# ---- block 1 ----
`src/rtl/rs_dispatch_queue.sv`:
```
// Dispatch stage in front of the reservation stations: classifies each incoming
// instruction bundle and queues it in one of four per-unit FIFOs (ALU/MUL/DIV/BR).
module rs_dispatch_queue #(
  parameter int DEPTH     = 4,
  parameter int PAYLOAD_W = 128
) (
  input  logic                              clk,
  input  logic                              reset,
  input  logic                              flush,
  input  logic                              in_valid,
  output logic                              in_ready,
  input  logic [6:0]                        in_opcode,
  input  logic [2:0]                        in_func3,
  input  logic [6:0]                        in_funct7,
  input  logic [PAYLOAD_W-1:0]              in_payload,
  output logic [3:0]                        out_valid,
  input  logic [3:0]                        out_ready,
  output logic [4*PAYLOAD_W-1:0]            out_payload,
  output logic [4*($clog2(DEPTH)+1)-1:0]    out_count,
  output logic [15:0]                       drop_cnt
);

  localparam int NUM_CH = 4;
  localparam int PTR_W  = $clog2(DEPTH);
  localparam int CNT_W  = PTR_W + 1;

  typedef enum logic [2:0] {
    TGT_ALU    = 3'd0,
    TGT_MUL    = 3'd1,
    TGT_DIV    = 3'd2,
    TGT_BR     = 3'd3,
    TGT_BUBBLE = 3'd4
  } target_e;

  typedef enum logic {
    CH_EMPTY,
    CH_NONEMPTY
  } ch_state_e;

  localparam logic [6:0] OP_BUBBLE = 7'b0000000;
  localparam logic [6:0] OP_RTYPE  = 7'b0110011;
  localparam logic [6:0] OP_JAL    = 7'b1101111;
  localparam logic [6:0] OP_JALR   = 7'b1100111;
  localparam logic [6:0] OP_BRANCH = 7'b1100011;
  localparam logic [6:0] F7_MULDIV = 7'b0000001;

  logic [PAYLOAD_W-1:0] mem     [NUM_CH][DEPTH];
  logic [PTR_W-1:0]     wr_ptr  [NUM_CH];
  logic [PTR_W-1:0]     rd_ptr  [NUM_CH];
  logic [CNT_W-1:0]     count   [NUM_CH];
  ch_state_e            ch_state[NUM_CH];

  target_e     target;
  logic        is_bubble;
  logic [1:0]  tgt_idx;
  logic [NUM_CH-1:0] full;
  logic [NUM_CH-1:0] enq;
  logic [NUM_CH-1:0] deq;
  logic        accept;

  // NOTE: every signal driven from always_comb gets a default first so that no
  // path leaves it unassigned, which would otherwise infer a latch.
  always_comb begin
    target = TGT_ALU;
    if (in_opcode == OP_BUBBLE) begin
      target = TGT_BUBBLE;
    end else if (in_opcode == OP_RTYPE && in_funct7 == F7_MULDIV) begin
      if (in_func3 == 3'b000)
        target = TGT_MUL;
      else if (in_func3 == 3'b100 || in_func3 == 3'b110)
        target = TGT_DIV;
    end else if (in_opcode == OP_JAL || in_opcode == OP_JALR || in_opcode == OP_BRANCH) begin
      target = TGT_BR;
    end
    is_bubble = (target == TGT_BUBBLE);
    tgt_idx   = target[1:0];
  end

  // Per-channel controller: EMPTY/NONEMPTY follows occupancy, FULL gates intake.
  always_comb begin
    for (int c = 0; c < NUM_CH; c++) begin
      ch_state[c] = (count[c] != '0) ? CH_NONEMPTY : CH_EMPTY;
      full[c]     = (count[c] == CNT_W'(DEPTH));
      out_valid[c] = (ch_state[c] == CH_NONEMPTY);
      deq[c]       = out_valid[c] && out_ready[c];
      out_payload[c*PAYLOAD_W +: PAYLOAD_W] = out_valid[c] ? mem[c][rd_ptr[c]] : '0;
      out_count[c*CNT_W +: CNT_W]           = count[c];
    end
  end

  // A full queue stays closed even if it drains this cycle: no pass-through.
  assign in_ready = !flush && (is_bubble || !full[tgt_idx]);
  assign accept   = in_valid && in_ready;

  always_comb begin
    for (int c = 0; c < NUM_CH; c++) begin
      enq[c] = accept && !is_bubble && (tgt_idx == 2'(c));
    end
  end

  // NOTE: sequential state uses non-blocking assignments so every register
  // samples pre-edge values regardless of statement order.
  always_ff @(posedge clk) begin
    if (reset) begin
      for (int c = 0; c < NUM_CH; c++) begin
        count[c]  <= '0;
        wr_ptr[c] <= '0;
        rd_ptr[c] <= '0;
      end
      drop_cnt <= '0;
    end else if (flush) begin
      for (int c = 0; c < NUM_CH; c++) begin
        count[c]  <= '0;
        wr_ptr[c] <= '0;
        rd_ptr[c] <= '0;
      end
    end else begin
      for (int c = 0; c < NUM_CH; c++) begin
        if (enq[c]) wr_ptr[c] <= wr_ptr[c] + PTR_W'(1);
        if (deq[c]) rd_ptr[c] <= rd_ptr[c] + PTR_W'(1);
        case ({enq[c], deq[c]})
          2'b10:   count[c] <= count[c] + CNT_W'(1);
          2'b01:   count[c] <= count[c] - CNT_W'(1);
          default: count[c] <= count[c];
        endcase
      end
      if (accept && is_bubble) drop_cnt <= drop_cnt + 16'd1;
    end
  end

  // NOTE: the storage array is deliberately not reset; occupancy and pointers
  // define what is valid, and unused slots are masked to zero on the outputs.
  always_ff @(posedge clk) begin
    for (int c = 0; c < NUM_CH; c++) begin
      if (enq[c]) mem[c][wr_ptr[c]] <= in_payload;
    end
  end

endmodule

```
`config.mk`:
```
export PLATFORM = sky130hd
export DESIGN_NAME = rs_dispatch_queue
export DESIGN_NICKNAME = d
export VERILOG_FILES = /design/src/rtl/rs_dispatch_queue.sv
export SDC_FILE = /design/constraint.sdc
export NUM_CORES = 2
export LEC_CHECK = 0
export CORE_MARGIN = 2
export CORE_UTILIZATION = 44
export DETAILED_ROUTE_END_ITERATION = 8
export PLACE_DENSITY = 0.65
export SLEW_MARGIN = 20
export SYNTH_ARGS = -nofsm -noshare
export SYNTH_HDL_FRONTEND = slang
export SYNTH_SLANG_ARGS = --single-unit
```
`constraint.sdc`:
```
create_clock -name clk -period 15 [get_ports clk]
set_clock_uncertainty 0.1 [all_clocks]
set_input_delay 3 -clock clk [delete_from_list [all_inputs] [get_ports clk]]
set_output_delay 3 -clock clk [all_outputs]
set_load 0.01 [all_outputs]
```
# ---- block 2 ----
==> src/rtl/cpu_pkg.sv <==
// Shared core definitions: default widths, halt encoding, fetch FSM states and the
// branch-kind bundle handed from control to fetch/execute.
package cpu_pkg;

    localparam int unsigned DefaultXlen    = 64;
    localparam logic [63:0] DefaultInitPc  = 64'h0;
    localparam logic [31:0] DefaultHltInsn = 32'hD440_0000;

    typedef enum logic [1:0] {
        StReq,
        StWait,
        StHold,
        StHalted
    } fetch_state_e;

    typedef struct packed {
        logic uncond;  // B / BL
        logic zero;    // CBZ / CBNZ
        logic flag;    // B.cond
    } br_kind_t;

endpackage

==> src/rtl/branch_target.sv <==
// Combinational branch resolution: taken decision, target adder and word-alignment check.
module branch_target import cpu_pkg::*; #(
    parameter int unsigned XLEN = DefaultXlen
) (
    input  logic            br_valid,
    input  br_kind_t        br_kind,
    input  logic            alu_zero,
    input  logic            cond_true,
    input  logic [XLEN-1:0] br_pc,
    input  logic [XLEN-1:0] br_offset,
    output logic            taken,
    output logic [XLEN-1:0] target,
    output logic            misaligned
);

    always_comb begin
        taken = br_valid & (br_kind.uncond
                            | (br_kind.zero & alu_zero)
                            | (br_kind.flag & cond_true));
        // Word offset scaled to bytes; the sum wraps modulo 2^XLEN.
        target     = br_pc + {br_offset[XLEN-3:0], 2'b00};
        misaligned = |target[1:0];
    end

endmodule

==> src/rtl/fetch_unit.sv <==
// PC/fetch stage: one outstanding imem request, valid/ready delivery, branch redirect and HLT.
// Optional performance counters are built when FETCH_PERF_EN is defined.
module fetch_unit import cpu_pkg::*; #(
    parameter int unsigned     XLEN     = DefaultXlen,
    parameter logic [XLEN-1:0] INIT_PC  = DefaultInitPc[XLEN-1:0],
    parameter logic [31:0]     HLT_INSN = DefaultHltInsn
) (
    input  logic            clk,
    input  logic            reset,
    output logic            imem_req_valid,
    input  logic            imem_req_ready,
    output logic [XLEN-1:0] imem_addr,
    input  logic            imem_rsp_valid,
    input  logic [31:0]     imem_rsp_data,
    output logic            inst_valid,
    input  logic            inst_ready,
    output logic [31:0]     inst,
    output logic [XLEN-1:0] inst_pc,
    input  logic            br_valid,
    input  logic            br_uncond,
    input  logic            br_zero,
    input  logic            br_flag,
    input  logic            alu_zero,
    input  logic            cond_true,
    input  logic [XLEN-1:0] br_pc,
    input  logic [XLEN-1:0] br_offset,
    output logic [XLEN-1:0] pc,
    output logic            halted,
    output logic            fault,
    output logic [31:0]     perf_fetched,
    output logic [31:0]     perf_squashed
);

    localparam logic [XLEN-1:0] PcStep = XLEN'(4);

    fetch_state_e    state_q, state_d;
    logic [XLEN-1:0] pc_q, pc_d;
    logic [XLEN-1:0] inst_pc_q, inst_pc_d;
    logic [31:0]     inst_q, inst_d;
    logic            squash_q, squash_d;
    logic            pending_q, pending_d;
    logic            fault_q, fault_d;

    br_kind_t        br_kind;
    logic            br_taken;
    logic            br_misaligned;
    logic [XLEN-1:0] br_target;
    logic            redirect;
    logic            fetched_inc;
    logic            squashed_inc;

    assign br_kind.uncond = br_uncond;
    assign br_kind.zero   = br_zero;
    assign br_kind.flag   = br_flag;

    branch_target #(
        .XLEN(XLEN)
    ) u_branch_target (
        .br_valid  (br_valid),
        .br_kind   (br_kind),
        .alu_zero  (alu_zero),
        .cond_true (cond_true),
        .br_pc     (br_pc),
        .br_offset (br_offset),
        .taken     (br_taken),
        .target    (br_target),
        .misaligned(br_misaligned)
    );

    assign redirect = br_taken && (state_q != StHalted);

    always_comb begin
        state_d      = state_q;
        pc_d         = pc_q;
        inst_d       = inst_q;
        inst_pc_d    = inst_pc_q;
        squash_d     = squash_q;
        pending_d    = pending_q;
        fault_d      = fault_q;
        fetched_inc  = 1'b0;
        squashed_inc = 1'b0;

        unique case (state_q)
            StReq: begin
                if (imem_req_ready) begin
                    pending_d = 1'b1;
                    state_d   = StWait;
                end
                if (redirect) begin
                    pc_d = br_target;
                    // Request already in flight for the old PC: its response must be dropped.
                    if (imem_req_ready) begin
                        squash_d = 1'b1;
                    end
                end
            end
            StWait: begin
                if (redirect) begin
                    pc_d = br_target;
                end
                // pending_q guards against a response belonging to a pre-reset request.
                if (imem_rsp_valid && pending_q) begin
                    pending_d = 1'b0;
                    if (squash_q || redirect) begin
                        squash_d     = 1'b0;
                        squashed_inc = 1'b1;
                        state_d      = StReq;
                    end else begin
                        inst_d    = imem_rsp_data;
                        inst_pc_d = pc_q;
                        state_d   = StHold;
                    end
                end else if (redirect) begin
                    squash_d = 1'b1;
                end
            end
            StHold: begin
                if (redirect) begin
                    pc_d         = br_target;
                    squashed_inc = 1'b1;
                    state_d      = StReq;
                end else if (inst_ready) begin
                    fetched_inc = 1'b1;
                    if (inst_q == HLT_INSN) begin
                        state_d = StHalted;
                    end else begin
                        pc_d    = pc_q + PcStep;
                        state_d = StReq;
                    end
                end
            end
            StHalted: begin
            end
            default: begin
                state_d = StReq;
            end
        endcase

        // A misaligned target never reaches the request port.
        if (redirect && br_misaligned) begin
            pc_d     = pc_q;
            squash_d = 1'b0;
            fault_d  = 1'b1;
            state_d  = StHalted;
        end
    end

    always_ff @(posedge clk) begin
        if (reset) begin
            state_q   <= StReq;
            pc_q      <= INIT_PC;
            inst_q    <= '0;
            inst_pc_q <= '0;
            squash_q  <= 1'b0;
            pending_q <= 1'b0;
            fault_q   <= 1'b0;
        end else begin
            state_q   <= state_d;
            pc_q      <= pc_d;
            inst_q    <= inst_d;
            inst_pc_q <= inst_pc_d;
            squash_q  <= squash_d;
            pending_q <= pending_d;
            fault_q   <= fault_d;
        end
    end

    // Gated by reset so no request is presented while reset is held.
    assign imem_req_valid = (state_q == StReq) && !reset;
    assign imem_addr      = pc_q;
    assign inst_valid     = (state_q == StHold);
    assign inst           = inst_q;
    assign inst_pc        = inst_pc_q;
    assign pc             = pc_q;
    assign halted         = (state_q == StHalted);
    assign fault          = fault_q;

`ifdef FETCH_PERF_EN
    logic [31:0] fetched_q;
    logic [31:0] squashed_q;

    always_ff @(posedge clk) begin
        if (reset) begin
            fetched_q  <= '0;
            squashed_q <= '0;
        end else if (state_q != StHalted) begin
            if (fetched_inc) begin
                fetched_q <= fetched_q + 32'd1;
            end
            if (squashed_inc) begin
                squashed_q <= squashed_q + 32'd1;
            end
        end
    end

    assign perf_fetched  = fetched_q;
    assign perf_squashed = squashed_q;
`else
    logic unused_perf;
    assign unused_perf   = fetched_inc ^ squashed_inc;
    assign perf_fetched  = '0;
    assign perf_squashed = '0;
`endif

endmodule

==> config.mk <==
export PLATFORM = sky130hd
export DESIGN_NAME = fetch_unit
export DESIGN_NICKNAME = d
export VERILOG_FILES = /design/src/rtl/cpu_pkg.sv /design/src/rtl/branch_target.sv /design/src/rtl/fetch_unit.sv
export SDC_FILE = /design/constraint.sdc
export NUM_CORES = 1
export LEC_CHECK = 0
export CORE_MARGIN = 2
export CORE_UTILIZATION = 30
export DETAILED_ROUTE_END_ITERATION = 12
export GPL_TIMING_DRIVEN = 0
export PLACE_DENSITY = 0.56
export SYNTH_ARGS = -nofsm -noshare
export SYNTH_HDL_FRONTEND = slang
export SYNTH_HIERARCHICAL = 1
export SYNTH_SLANG_ARGS = --single-unit
export TNS_END_PERCENT = 20
==> constraint.sdc <==
create_clock -name clk -period 3.9 [get_ports clk]
set_input_delay 0.39 -clock clk [delete_from_list [all_inputs] [get_ports clk]]
set_output_delay 0.39 -clock clk [all_outputs]
set_load 0.005 [all_outputs]
# ---- block 3 ----
## src/rtl/axi_write.sv

```systemverilog
// AXI4 burst write master: streams WR_LIN-beat INCR bursts to a rolling address, pulses o_wr_done per response.
// Optional define AXI_WR_RESP_CHECK_EN enables the sticky o_wr_err response/tlast checker.
module axi_write #(
   parameter int          WR_FLIP_BYTE  = 0,
   parameter int          WR_ADDR_WIDTH = 32,
   parameter int          WR_DATA_WIDTH = 64,
   parameter int          WR_LIN        = 16,
   parameter logic [31:0] WR_BASE_ADDR  = 32'h0,
   parameter int          WR_ADDR_STEP  = 4096,
   parameter logic [31:0] WR_ADDR_LIMIT = 32'h10000
) (
   input  logic                       S_WR_aclk,
   input  logic                       S_WR_areset,
   input  logic [WR_DATA_WIDTH-1:0]   S_WR_tdata,
   input  logic                       S_WR_tvalid,
   input  logic                       S_WR_tlast,
   output logic                       S_WR_tready,
   output logic                       o_wr_done,
   output logic                       o_wr_err,
   output logic                       m_axi_awid,
   output logic [WR_ADDR_WIDTH-1:0]   m_axi_awaddr,
   output logic [7:0]                 m_axi_awlen,
   output logic [2:0]                 m_axi_awsize,
   output logic [1:0]                 m_axi_awburst,
   output logic                       m_axi_awlock,
   output logic [3:0]                 m_axi_awcache,
   output logic [2:0]                 m_axi_awprot,
   output logic [3:0]                 m_axi_awqos,
   output logic                       m_axi_awvalid,
   input  logic                       m_axi_awready,
   output logic [WR_DATA_WIDTH-1:0]   m_axi_wdata,
   output logic [WR_DATA_WIDTH/8-1:0] m_axi_wstrb,
   output logic                       m_axi_wlast,
   output logic                       m_axi_wvalid,
   input  logic                       m_axi_wready,
   input  logic                       m_axi_bid,
   input  logic [1:0]                 m_axi_bresp,
   input  logic                       m_axi_bvalid,
   output logic                       m_axi_bready
);
   localparam int                       LP_NB   = WR_DATA_WIDTH / 8;
   localparam logic [7:0]               LP_LAST = 8'(WR_LIN - 1);
   localparam logic [2:0]               LP_SIZE = 3'($clog2(LP_NB));
   localparam logic [WR_ADDR_WIDTH-1:0] LP_BASE = WR_ADDR_WIDTH'(WR_BASE_ADDR);
   localparam logic [WR_ADDR_WIDTH-1:0] LP_STEP = WR_ADDR_WIDTH'(WR_ADDR_STEP);
   localparam logic [WR_ADDR_WIDTH-1:0] LP_WRAP = WR_ADDR_WIDTH'(WR_ADDR_LIMIT) - LP_STEP;

   typedef enum logic [2:0] {ST_IDLE, ST_ADDR, ST_DATA, ST_RESP, ST_DONE} state_t;

   state_t                     r_state;
   state_t                     w_next;
   logic [7:0]                 r_cnt;
   logic [WR_ADDR_WIDTH-1:0]   r_addr_buf;
   logic [WR_ADDR_WIDTH-1:0]   r_awaddr;
   logic [WR_DATA_WIDTH-1:0]   w_data;
   logic                       w_beat;
   logic                       w_unused;

   function automatic logic [WR_DATA_WIDTH-1:0] flip_bytes(input logic [WR_DATA_WIDTH-1:0] d);
      logic [WR_DATA_WIDTH-1:0] f;
      f = '0;
      for (int i = 0; i < LP_NB; i++) begin
         f[8*i +: 8] = d[8*(LP_NB-1-i) +: 8];
      end
      return f;
   endfunction

   assign w_data   = (WR_FLIP_BYTE != 0) ? flip_bytes(S_WR_tdata) : S_WR_tdata;
   assign w_beat   = (r_state == ST_DATA) && S_WR_tvalid && m_axi_wready;
   assign w_unused = ^{m_axi_bid, m_axi_bresp, S_WR_tlast};

   assign m_axi_awid    = 1'b0;
   assign m_axi_awaddr  = r_awaddr;
   assign m_axi_awlen   = LP_LAST;
   assign m_axi_awsize  = LP_SIZE;
   assign m_axi_awburst = 2'd1;
   assign m_axi_awlock  = 1'b0;
   assign m_axi_awcache = 4'd3;
   assign m_axi_awprot  = 3'd0;
   assign m_axi_awqos   = 4'd0;
   assign m_axi_wstrb   = {LP_NB{1'b1}};

   // State register
   always_ff @(posedge S_WR_aclk) begin
      if (S_WR_areset) r_state <= ST_IDLE;
      else             r_state <= w_next;
   end

   // Next-state logic
   always_comb begin
      w_next = r_state;
      case (r_state)
         ST_IDLE: if (S_WR_tvalid)                          w_next = ST_ADDR;
         ST_ADDR: if (m_axi_awready)                        w_next = ST_DATA;
         ST_DATA: if (w_beat && (r_cnt == LP_LAST))         w_next = ST_RESP;
         ST_RESP: if (m_axi_bvalid)                         w_next = ST_DONE;
         ST_DONE:                                           w_next = ST_IDLE;
         default:                                           w_next = ST_IDLE;
      endcase
   end

   // Output decode; the data channel is a zero-latency pass-through of the stream
   always_comb begin
      m_axi_awvalid = 1'b0;
      m_axi_wvalid  = 1'b0;
      m_axi_wlast   = 1'b0;
      m_axi_wdata   = '0;
      m_axi_bready  = 1'b0;
      S_WR_tready   = 1'b0;
      o_wr_done     = 1'b0;
      case (r_state)
         ST_ADDR: m_axi_awvalid = 1'b1;
         ST_DATA: begin
            m_axi_wvalid = S_WR_tvalid;
            S_WR_tready  = m_axi_wready;
            m_axi_wlast  = (r_cnt == LP_LAST);
            m_axi_wdata  = w_data;
         end
         ST_RESP: m_axi_bready = 1'b1;
         ST_DONE: o_wr_done    = 1'b1;
         default: ;
      endcase
   end

   // Burst address latch, beat counter and rolling address with wrap
   always_ff @(posedge S_WR_aclk) begin
      if (S_WR_areset) begin
         r_awaddr   <= '0;
         r_addr_buf <= LP_BASE;
         r_cnt      <= 8'd0;
      end else begin
         if ((r_state == ST_IDLE) && S_WR_tvalid) r_awaddr <= r_addr_buf;
         if (w_beat) r_cnt <= (r_cnt == LP_LAST) ? 8'd0 : r_cnt + 8'd1;
         if (r_state == ST_DONE)
            r_addr_buf <= (r_addr_buf >= LP_WRAP) ? LP_BASE : r_addr_buf + LP_STEP;
      end
   end

`ifdef AXI_WR_RESP_CHECK_EN
   logic r_err;

   // Sticky error: non-OKAY response or tlast on a beat that is not the burst's last
   always_ff @(posedge S_WR_aclk) begin
      if (S_WR_areset) begin
         r_err <= 1'b0;
      end else if (((r_state == ST_RESP) && m_axi_bvalid && (m_axi_bresp != 2'b00)) ||
                   (w_beat && S_WR_tlast && (r_cnt != LP_LAST))) begin
         r_err <= 1'b1;
      end
   end

   assign o_wr_err = r_err;
`else
   assign o_wr_err = 1'b0;
`endif

endmodule
```

## config.mk

```make
export PLATFORM = sky130hd
export DESIGN_NAME = axi_write
export DESIGN_NICKNAME = d
export VERILOG_FILES = /design/src/rtl/axi_write.sv
export SDC_FILE = /design/constraint.sdc
export NUM_CORES = 1
export LEC_CHECK = 0
export CORE_MARGIN = 5
export CORE_UTILIZATION = 57
export CTS_BUF_LIST = sky130_fd_sc_hd__clkbuf_4
export DETAILED_ROUTE_END_ITERATION = 8
export DONT_BUFFER_PORTS = 1
export GPL_TIMING_DRIVEN = 1
export PLACE_DENSITY = 0.72
export SETUP_SLACK_MARGIN = 0.15
export SYNTH_ARGS = -nofsm -noshare
export SYNTH_HDL_FRONTEND = slang
export SYNTH_SLANG_ARGS = --single-unit
export TNS_END_PERCENT = 20
```

## constraint.sdc

```tcl
create_clock -name S_WR_aclk -period 2.7 [get_ports S_WR_aclk]
set_clock_uncertainty 0.2 [all_clocks]
set_input_delay 0.54 -clock S_WR_aclk [delete_from_list [all_inputs] [get_ports S_WR_aclk]]
set_output_delay 0.54 -clock S_WR_aclk [all_outputs]
set_load 0.01 [all_outputs]
```

# ---- block 4 ----
$ cat src/rtl/high_score_table.sv
// Top-DEPTH descending high score table persisted on SD: loads at game start, accumulates
// the running score, inserts the final score by rank and writes the table back at game over.
module high_score_table #(
  parameter int          SCORE_W   = 16,
  parameter int          DEPTH     = 4,
  parameter logic [31:0] BASE_ADDR = 32'h0000_0100
) (
  input  logic               CLK,
  input  logic               RESET,
  input  logic               START,
  input  logic               OVER,
  input  logic               SCORE_ADD,
  input  logic [SCORE_W-1:0] SCORE_DELTA,
  input  logic               SD_HAS_INITIALIZED,
  input  logic               SD_IS_READING,
  input  logic               SD_IS_WRITING,
  input  logic [15:0]        SD_READ_DATA,
  output logic               SD_TO_READ,
  output logic [31:0]        SD_READ_ADDRESS,
  output logic               SD_TO_WRITE,
  output logic [31:0]        SD_WRITE_ADDRESS,
  output logic [15:0]        SD_WRITE_DATA,
  input  logic [3:0]         TABLE_SEL,
  output logic [SCORE_W-1:0] TABLE_DATA,
  output logic [SCORE_W-1:0] CURRENT_SCORE,
  output logic [SCORE_W-1:0] BEST_SCORE,
  output logic [4:0]         RANK,
  output logic               READ_FINISH,
  output logic               WRITE_FINISH
);

  typedef enum logic [2:0] {
    S_IDLE, S_WAIT, S_RD, S_PLAY, S_INS, S_WR, S_DONE
  } state_t;

  state_t             state_q, state_d;
  logic [3:0]         idx_q, idx_d;
  logic [SCORE_W-1:0] tbl_q [DEPTH];
  logic [SCORE_W-1:0] tbl_d [DEPTH];
  logic [SCORE_W-1:0] cur_q, cur_d;
  logic [4:0]         rank_q, rank_d;
  logic               to_read_q, to_read_d;
  logic               to_write_q, to_write_d;
  logic [31:0]        rd_addr_q, rd_addr_d;
  logic [31:0]        wr_addr_q, wr_addr_d;
  logic [15:0]        wr_data_q, wr_data_d;
  logic               seen_q, seen_d;
  logic               rdf_q, rdf_d;
  logic               wrf_q, wrf_d;
  logic               rd_prev_q, wr_prev_q;

  logic [4:0]         rank_c;
  logic [SCORE_W-1:0] ins_tbl [DEPTH];
  logic [SCORE_W-1:0] nxt_word;
  logic [SCORE_W-1:0] sel_word;
  logic               last_idx;

  function automatic logic [SCORE_W-1:0] sat_add(input logic [SCORE_W-1:0] a,
                                                 input logic [SCORE_W-1:0] b);
    logic [SCORE_W:0] s;
    s = {1'b0, a} + {1'b0, b};
    return s[SCORE_W] ? {SCORE_W{1'b1}} : s[SCORE_W-1:0];
  endfunction

  // Rank counts entries >= the final score, so ties land below existing entries.
  always_comb begin
    rank_c   = 5'd0;
    ins_tbl  = tbl_q;
    nxt_word = '0;
    sel_word = '0;
    for (int k = 0; k < DEPTH; k++) begin
      if (tbl_q[k] >= cur_q) rank_c = rank_c + 5'd1;
    end
    for (int k = 0; k < DEPTH; k++) begin
      if (5'(k) == rank_c)     ins_tbl[k] = cur_q;
      else if (5'(k) > rank_c) ins_tbl[k] = tbl_q[(k == 0) ? 0 : k - 1];
      if (4'(k) == idx_q + 4'd1) nxt_word = tbl_q[k];
      if (4'(k) == TABLE_SEL)    sel_word = tbl_q[k];
    end
    last_idx = (idx_q == 4'(DEPTH - 1));
  end

  always_comb begin
    state_d    = state_q;
    idx_d      = idx_q;
    tbl_d      = tbl_q;
    cur_d      = cur_q;
    rank_d     = rank_q;
    to_read_d  = to_read_q;
    to_write_d = to_write_q;
    rd_addr_d  = rd_addr_q;
    wr_addr_d  = wr_addr_q;
    wr_data_d  = wr_data_q;
    seen_d     = seen_q;
    rdf_d      = rdf_q;
    wrf_d      = wrf_q;
    case (state_q)
      S_IDLE: if (START) state_d = S_WAIT;
      S_WAIT: begin
        if (SD_HAS_INITIALIZED) begin
          state_d   = S_RD;
          idx_d     = 4'd0;
          to_read_d = 1'b1;
          rd_addr_d = BASE_ADDR;
        end
      end
      S_RD: begin
        if (to_read_q && SD_IS_READING) begin
          to_read_d = 1'b0;
          seen_d    = 1'b1;
        end else if (seen_q && rd_prev_q && !SD_IS_READING) begin
          seen_d = 1'b0;
          for (int k = 0; k < DEPTH; k++) begin
            if (4'(k) == idx_q) tbl_d[k] = SD_READ_DATA[SCORE_W-1:0];
          end
          if (last_idx) begin
            rdf_d   = 1'b1;
            state_d = S_PLAY;
          end else begin
            idx_d     = idx_q + 4'd1;
            to_read_d = 1'b1;
            rd_addr_d = BASE_ADDR + 32'(idx_q + 4'd1);
          end
        end
      end
      S_PLAY: begin
        if (SCORE_ADD) cur_d = sat_add(cur_q, SCORE_DELTA);
        if (OVER) state_d = S_INS;
      end
      S_INS: begin
        rank_d = rank_c;
        if (rank_c < 5'(DEPTH)) begin
          tbl_d      = ins_tbl;
          state_d    = S_WR;
          idx_d      = 4'd0;
          to_write_d = 1'b1;
          wr_addr_d  = BASE_ADDR;
          wr_data_d  = 16'(ins_tbl[0]);
        end else begin
          state_d = S_DONE;
          wrf_d   = 1'b1;
        end
      end
      S_WR: begin
        if (to_write_q && SD_IS_WRITING) begin
          to_write_d = 1'b0;
          seen_d     = 1'b1;
        end else if (seen_q && wr_prev_q && !SD_IS_WRITING) begin
          seen_d = 1'b0;
          if (last_idx) begin
            state_d = S_DONE;
            wrf_d   = 1'b1;
          end else begin
            idx_d      = idx_q + 4'd1;
            to_write_d = 1'b1;
            wr_addr_d  = BASE_ADDR + 32'(idx_q + 4'd1);
            wr_data_d  = 16'(nxt_word);
          end
        end
      end
      default: ;
    endcase
  end

  always_ff @(posedge CLK) begin
    if (RESET) begin
      state_q    <= S_IDLE;
      idx_q      <= 4'd0;
      tbl_q      <= '{default: '0};
      cur_q      <= '0;
      rank_q     <= 5'(DEPTH);
      to_read_q  <= 1'b0;
      to_write_q <= 1'b0;
      rd_addr_q  <= 32'd0;
      wr_addr_q  <= 32'd0;
      wr_data_q  <= 16'd0;
      seen_q     <= 1'b0;
      rdf_q      <= 1'b0;
      wrf_q      <= 1'b0;
      rd_prev_q  <= 1'b0;
      wr_prev_q  <= 1'b0;
    end else begin
      state_q    <= state_d;
      idx_q      <= idx_d;
      tbl_q      <= tbl_d;
      cur_q      <= cur_d;
      rank_q     <= rank_d;
      to_read_q  <= to_read_d;
      to_write_q <= to_write_d;
      rd_addr_q  <= rd_addr_d;
      wr_addr_q  <= wr_addr_d;
      wr_data_q  <= wr_data_d;
      seen_q     <= seen_d;
      rdf_q      <= rdf_d;
      wrf_q      <= wrf_d;
      rd_prev_q  <= SD_IS_READING;
      wr_prev_q  <= SD_IS_WRITING;
    end
  end

  assign SD_TO_READ       = to_read_q;
  assign SD_READ_ADDRESS  = rd_addr_q;
  assign SD_TO_WRITE      = to_write_q;
  assign SD_WRITE_ADDRESS = wr_addr_q;
  assign SD_WRITE_DATA    = wr_data_q;
  assign TABLE_DATA       = sel_word;
  assign CURRENT_SCORE    = cur_q;
  assign BEST_SCORE       = tbl_q[0];
  assign RANK             = rank_q;
  assign READ_FINISH      = rdf_q;
  assign WRITE_FINISH     = wrf_q;

endmodule
$ cat config.mk
export PLATFORM = sky130hd
export DESIGN_NAME = high_score_table
export DESIGN_NICKNAME = d
export VERILOG_FILES = /design/src/rtl/high_score_table.sv
export SDC_FILE = /design/constraint.sdc
export NUM_CORES = 1
export LEC_CHECK = 0
export CORE_ASPECT_RATIO = 1.75
export CORE_UTILIZATION = 50
export DETAILED_ROUTE_END_ITERATION = 12
export PLACE_DENSITY = 0.77
export RECOVER_POWER = 25
export SKIP_CTS_REPAIR_TIMING = 1
export SLEW_MARGIN = 25
export SYNTH_ARGS = -nofsm -noshare
export SYNTH_HDL_FRONTEND = slang
export SYNTH_SLANG_ARGS = --single-unit
$ cat constraint.sdc
create_clock -name CLK -period 8.08 [get_ports CLK]
set_input_delay 1.616 -clock CLK [delete_from_list [all_inputs] [get_ports CLK]]
set_output_delay 1.616 -clock CLK [all_outputs]
set_load 0.02 [all_outputs]
**Block 2: cells colored by class**

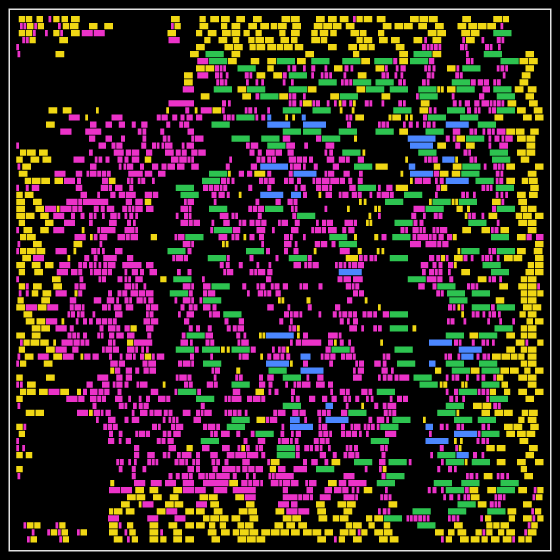
Magenta stands for remaining logic cells, cells 1402, share of their area 47%. Blue stands for clock drivers and dummy loads, cells 32, share of their area 3.6%. Green stands for sequential cells, cells 165, share of their area 19%. Yellow stands for remaining buffers and delay cells, cells 638, share of their area 31%.

==> impl_metrics.env, block 2 <==
# flow metrics
export IMPL_status="complete, no violations"
export IMPL_cts_hold_buf=0
export IMPL_ant_nets=0
export IMPL_numCtsBuffers=17
export IMPL_end_kind="register"
export IMPL_comb_area_sq_mm=0.008120
export IMPL_wl_met2_microns=25630
export IMPL_clockBufferDepth=2
export IMPL_whs_ns=0.3564
export IMPL_placed_cell_area_sq_mm=0.01745
export IMPL_seq_share_pct=18.07
export IMPL_ys_types=85
export IMPL_comb_area_share_pct=44.42
export IMPL_crit_slowest_cell="buf_1"
export IMPL_hold_viol_final=0
export IMPL_syn_area_sq_mm=0.01259
export IMPL_syn_inst=1739
export IMPL_tap_cells=539
export IMPL_portBuffers=395
export IMPL_htree_levels=4
export IMPL_r2r_start="state_q[0]"
export IMPL_switching_share_pct=40.94
export IMPL_die_h_microns=208.9
export IMPL_initialDrtViolationCount=1206
export IMPL_synth_edff_count=0
export IMPL_cp_endpoint="imem_addr[31]"
export IMPL_setup_viol=0
export IMPL_use_met2_pct=39.79
export IMPL_p_seq_mw=2.66
export IMPL_p_int_mw=5.091
==> block 2: cell families after synthesis <==
logic type | after synthesis | synth area share [%]
and+or+nand+nor | 669 | 24.84
AOI/OAI and AO/OA | 513 | 25.61
buffers and inverters | 262 | 12.21
DFF | 165 | 26.24
adders and majority gates | 67 | 6.718
xor gates and xnor gates | 59 | 4.105
muxes | 3 | 0.2485
other | 1 | 0.02979
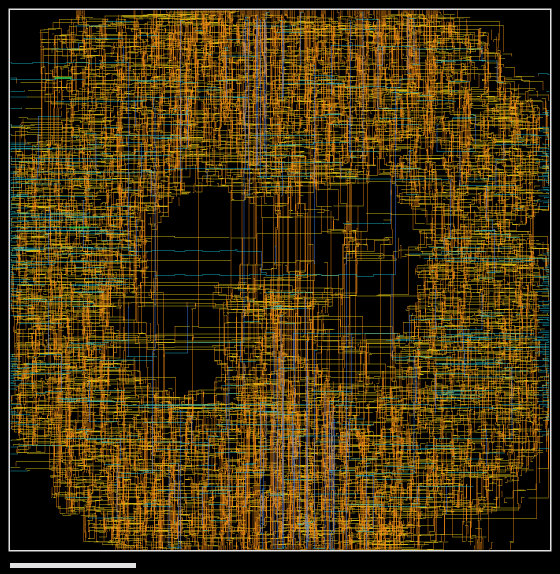
**Above:** block 1 (metal layers overlaid).
Bar = 100 microns.
Orange stands for M2, wire length 104 mm. Blue stands for M4, wire length 7290 microns. Yellow stands for M1, wire length 81.4 mm. Cyan stands for M3, wire length 10500 microns. Green stands for M5, wire length 25.8 microns.

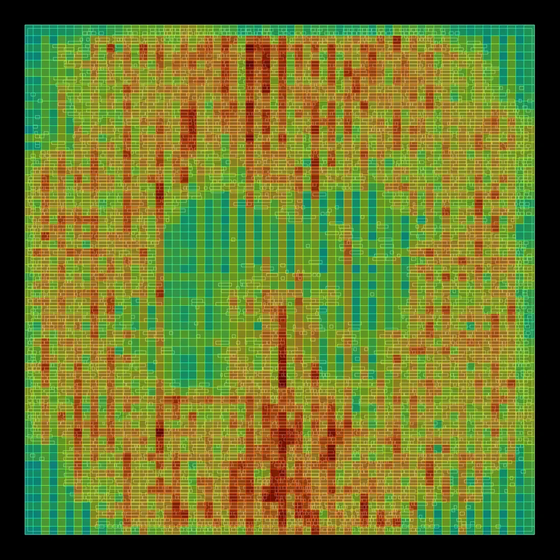
**Above:** block 1 (congestion heat map).
met1 Use GR: 28.89%
WL per Instance: 29.35 microns
GRT busiest layer: met2
gr usage total: 21.90%

==> impl_metrics.env, block 1 <==
# flow metrics
export IMPL_path_depth=6
export IMPL_n_all_buffers=775
export IMPL_largest_area_cell="edfxtp_1"
export IMPL_wl_met1_microns=81440
export IMPL_max_stage_delay_ns=0.68
export IMPL_dpl_hpwl_microns=123500
export IMPL_synthArstFlopShare_pct=0
export IMPL_synth_main_ff_cell="edfxtp_1"
export IMPL_status="complete, no violations"
export IMPL_ys_seq_share_pct=78.46
export IMPL_topCombFamilyByArea="multiplexers"
export IMPL_p_switching_mw=3.110
export IMPL_cts_resized=0
export IMPL_path_common_cell="clkdlybuf4s50_1"
export IMPL_wl_met2_microns=103800
export IMPL_synthTopCellsByArea="edfxtp_1, mux4_2, and2_1"
export IMPL_largest_cell_class="registers"
export IMPL_crit_slowest_cell="nor3_1"
export IMPL_syn_inst=3557
export IMPL_clockBufferDepth=3
export IMPL_tap_cells=2370
export IMPL_rsz0062_at_grt="false"
export IMPL_ys_cells=3557
export IMPL_reg2reg_depth=10
export IMPL_top_power_group="registers"
export IMPL_worst_slack_ns=6.450
export IMPL_nFillCells=13899
export IMPL_crit_family="buffers and inverters"
==> block 1: synthesized netlist by cell type, types with 2 or more instances <==
cell / count
buf_2: 41
or3_1: 3
a21oi_1: 7
xor2_1: 17
nor3b_1: 4
and2_1: 527
edfxtp_1: 2072
nor2_1: 36
mux4_2: 512
dfxtp_1: 20
and3_1: 6
ha_1: 33
nor4_1: 5
nand4_1: 7
nor3_1: 11
mux2i_1: 5
buf_1: 25
nor2b_1: 3
o21ai_0: 5
xnor2_1: 8
clkbuf_1: 113
a21boi_0: 2
nand2b_1: 6
inv_1: 25
a31oi_1: 4
nand2_1: 31
nand3_1: 8
or2_2: 4
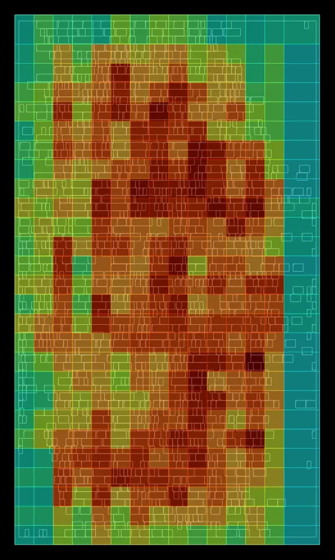
**Above:** block 4 (congestion heat map).
gr usage total: 31.42%
final core occ: 58.99%
met2 Use GR: 51.48%
met1 Use GR: 36.90%

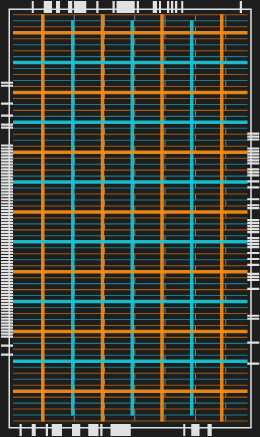
**Above:** block 4 (PDN straps and rails).
Pins as bars on the die edge. Tap cells in gray.
Cyan stands for VDD. Orange stands for VSS.
7 straps on met4. 13 straps on met5. 69 met1 rails follow the rows. 245 tap cells.

==> impl_metrics.env, block 4 <==
# flow metrics
export IMPL_antenna_cells=0
export IMPL_htree_levels=4
export IMPL_cts_sinks=126
export IMPL_maxCapViolCount=1
export IMPL_initCoreUtil_pct=51.09
export IMPL_largest_reg_flops=48
export IMPL_buf_share_pct=11.64
export IMPL_powerDensity_mw_per_mm2=395.8
export IMPL_status="finished with violations"
export IMPL_tightestPinTransition_ns=2.863
export IMPL_violations="max-capacitance violations, max-slew violations"
export IMPL_syn_avg_cell_area_sq_um=8.153
export IMPL_stdcell_count=1555
export IMPL_grt_pass1_wl_microns=50110
export IMPL_finalMaxSlewViolations=60
export IMPL_synthTopCellsByArea="dfxtp_1, ha_1, buf_4"
-- block 4: layer usage --
layer | GRT usage [%] | up-vias | part of all wire (%)
li1 | - | 4579 | -
met1 | 36.90 | 4570 | 37
met2 | 51.48 | 580 | 49
met3 | 5.892 | 124 | 8.3
met4 | 20.26 | 0 | 5.8
met5 | 0 | - | 0
-- block 4: kinds of logic after synthesis --
family	share of synthesized area (%)
fa+ha+maj	11.24
xor+xnor	1.749
flops	25.01
mux	5.471
buf+inv	11.04
compound gates	26.99
other cells	0.03719
simple gates	18.46
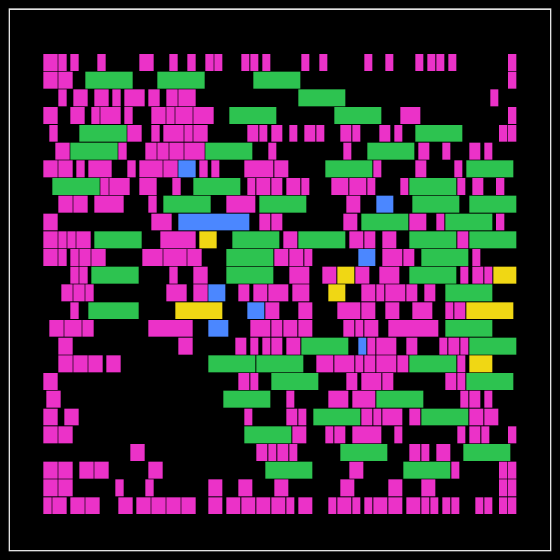
**Above:** block 3 (cells colored by class).
Magenta stands for remaining logic cells, cells 309, share of their area 59%. Yellow stands for remaining buffers and delay cells, cells 7, share of their area 2.8%. Blue stands for clock drivers and dummy loads, cells 8, share of their area 2.8%. Green stands for sequential cells, cells 51, share of their area 35%.

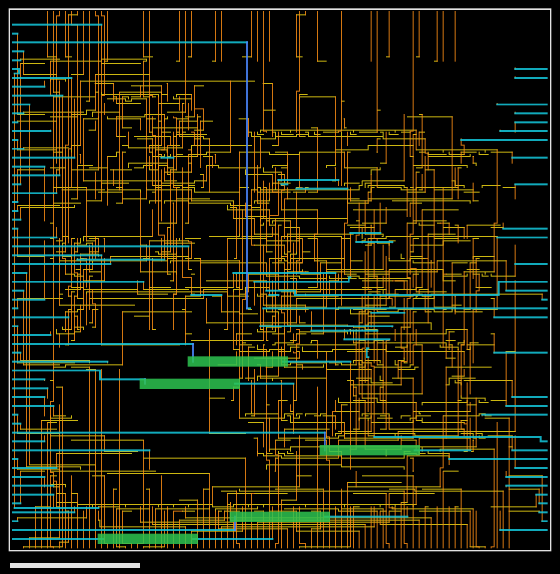
**Above:** block 3 (metal layers overlaid).
Bar = 20 microns.
Cyan stands for M3, wire length 950 microns. Yellow stands for M1, wire length 3140 microns. Green stands for M5, wire length 69.0 microns. Blue stands for M4, wire length 49.0 microns. Orange stands for M2, wire length 3870 microns.

==> impl_metrics.env, block 3 <==
# flow metrics
export IMPL_worstHoldStart="S_WR_areset"
export IMPL_top_area_share_pct=33.76
export IMPL_whs_ns=0.03651
export IMPL_dpl_hpwl_microns=6234
export IMPL_numCtsBuffers=5
export IMPL_clockBufferDepth=2
export IMPL_clk_insertion_delay_late_ns=0.37
export IMPL_aoi_share_pct=8.151
export IMPL_maxCapViolCount=0
export IMPL_ys_chip_area_sq_mm=0.003024
export IMPL_dr_pass1_iters=4
export IMPL_cp_start_kind="register"
export IMPL_top_cells_by_count="and2_1, nand2_1, dfxtp_1, buf_4"
export IMPL_reg2reg_depth=5
export IMPL_clkPwrFrac_pct=32.1
export IMPL_cts_setup_buffers=0
export IMPL_status="complete, no violations"
export IMPL_hp_class="input port to register"
export IMPL_min_period_ns=2.365
export IMPL_nNetsFinal=450
block 3: registers in the layout, indices dropped and copies added (netlist names):
name	flops
m_axi_awaddr	20
r_addr_buf	20
r_cnt	8
r_state	3
block 3: final cells by class:
cell class / count / area, sq um
fill: 488 / 2137
antenna: 2 / 5.005
clock inverter: 3 / 42.54
multi-input combinational: 304 / 1702
inverter: 5 / 23.77
clock buffer: 5 / 37.54
tap: 70 / 87.58
timing repair buffer: 7 / 82.58
sequential: 51 / 1022
block 3: repair_timing:
action	4_1_cts	5_1_grt
hold endpoints to repair	5	31
gates resized	0	1
setup endpoints to repair	0	62
hold buffers	1	2


==> screenshots <==
PDN straps and rails.
Pins as bars on the die edge. Tap cells in gray.
picture 1
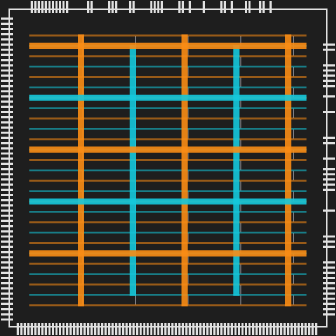
picture 2
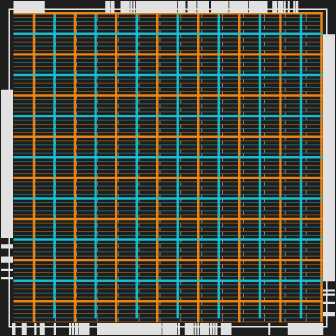
picture 3
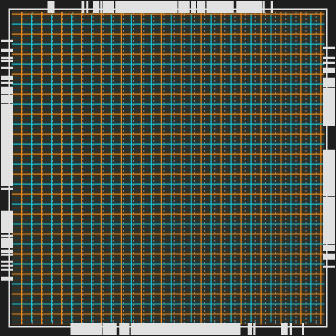
Of these, largest die: picture 3
Of these, most pins: picture 3
Picture 3 comes from block 1.
Picture 1 comes from block 3.
Picture 2 comes from block 2.

Key to picture 3:
Orange stands for VSS. Cyan stands for VDD.
2370 tap cells. 31 straps on met4. 698 signal pins sit on the boundary.


==> screenshots <==
Routed clock nets over the placement.
(a)
Bar = 50 microns.
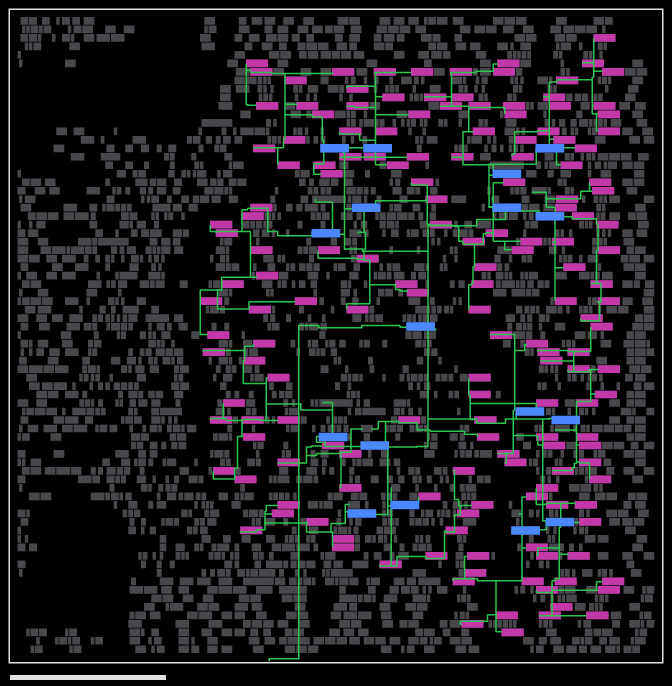
(b)
Bar = 100 microns.
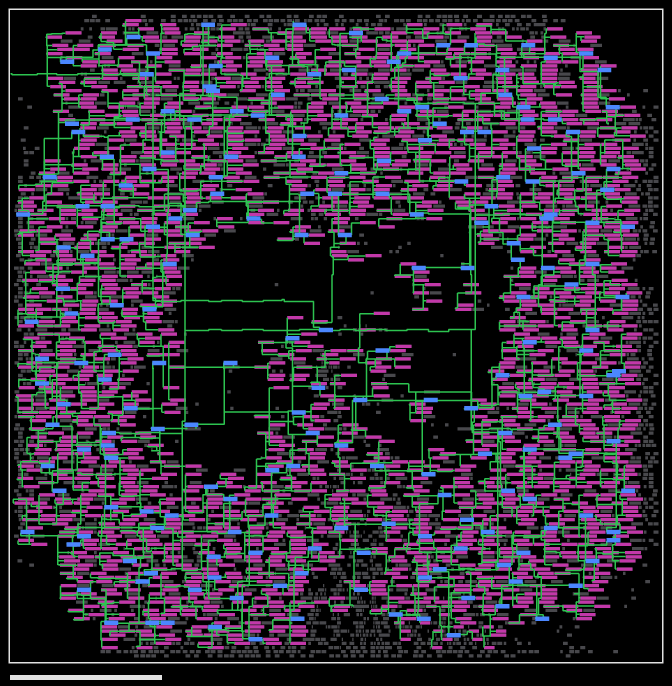
(c)
Bar = 20 microns.
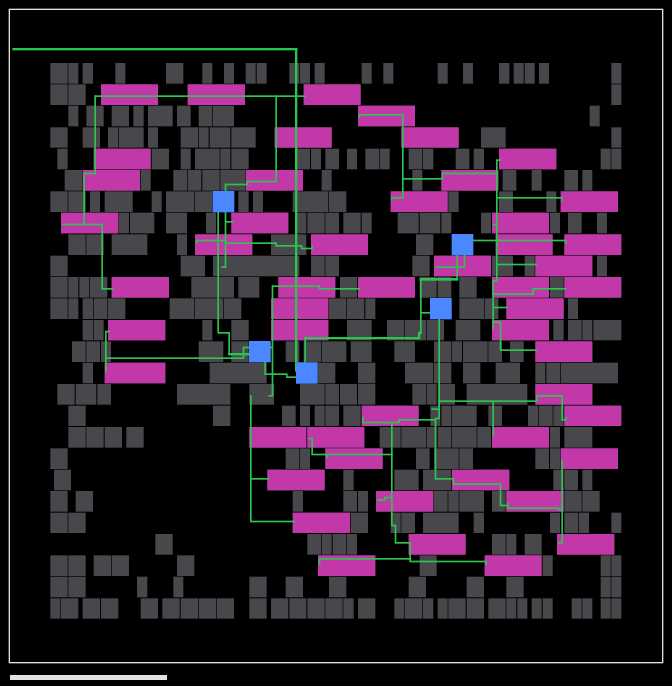
(d)
Bar = 20 microns.
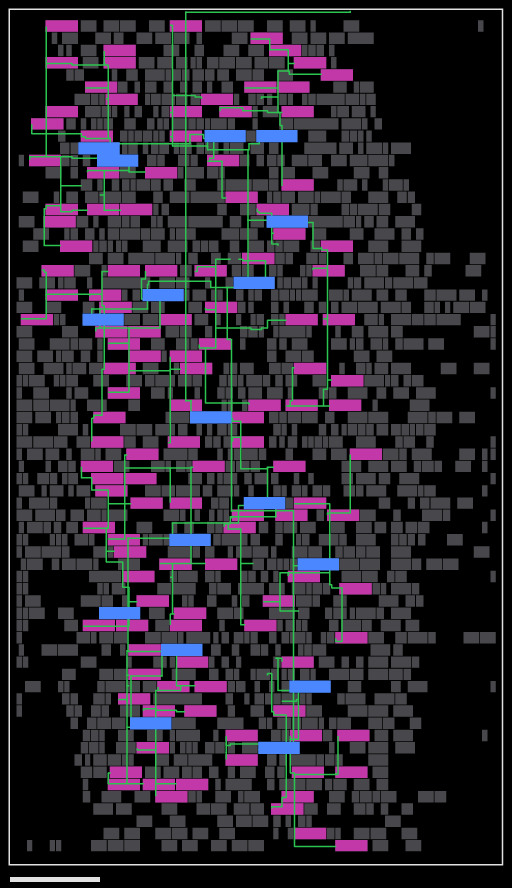
Of these, largest die: (b)
Of these, fewest sequential cells: (c)
- block 4 = (d)
- block 3 = (c)
- block 1 = (b)
- block 2 = (a)

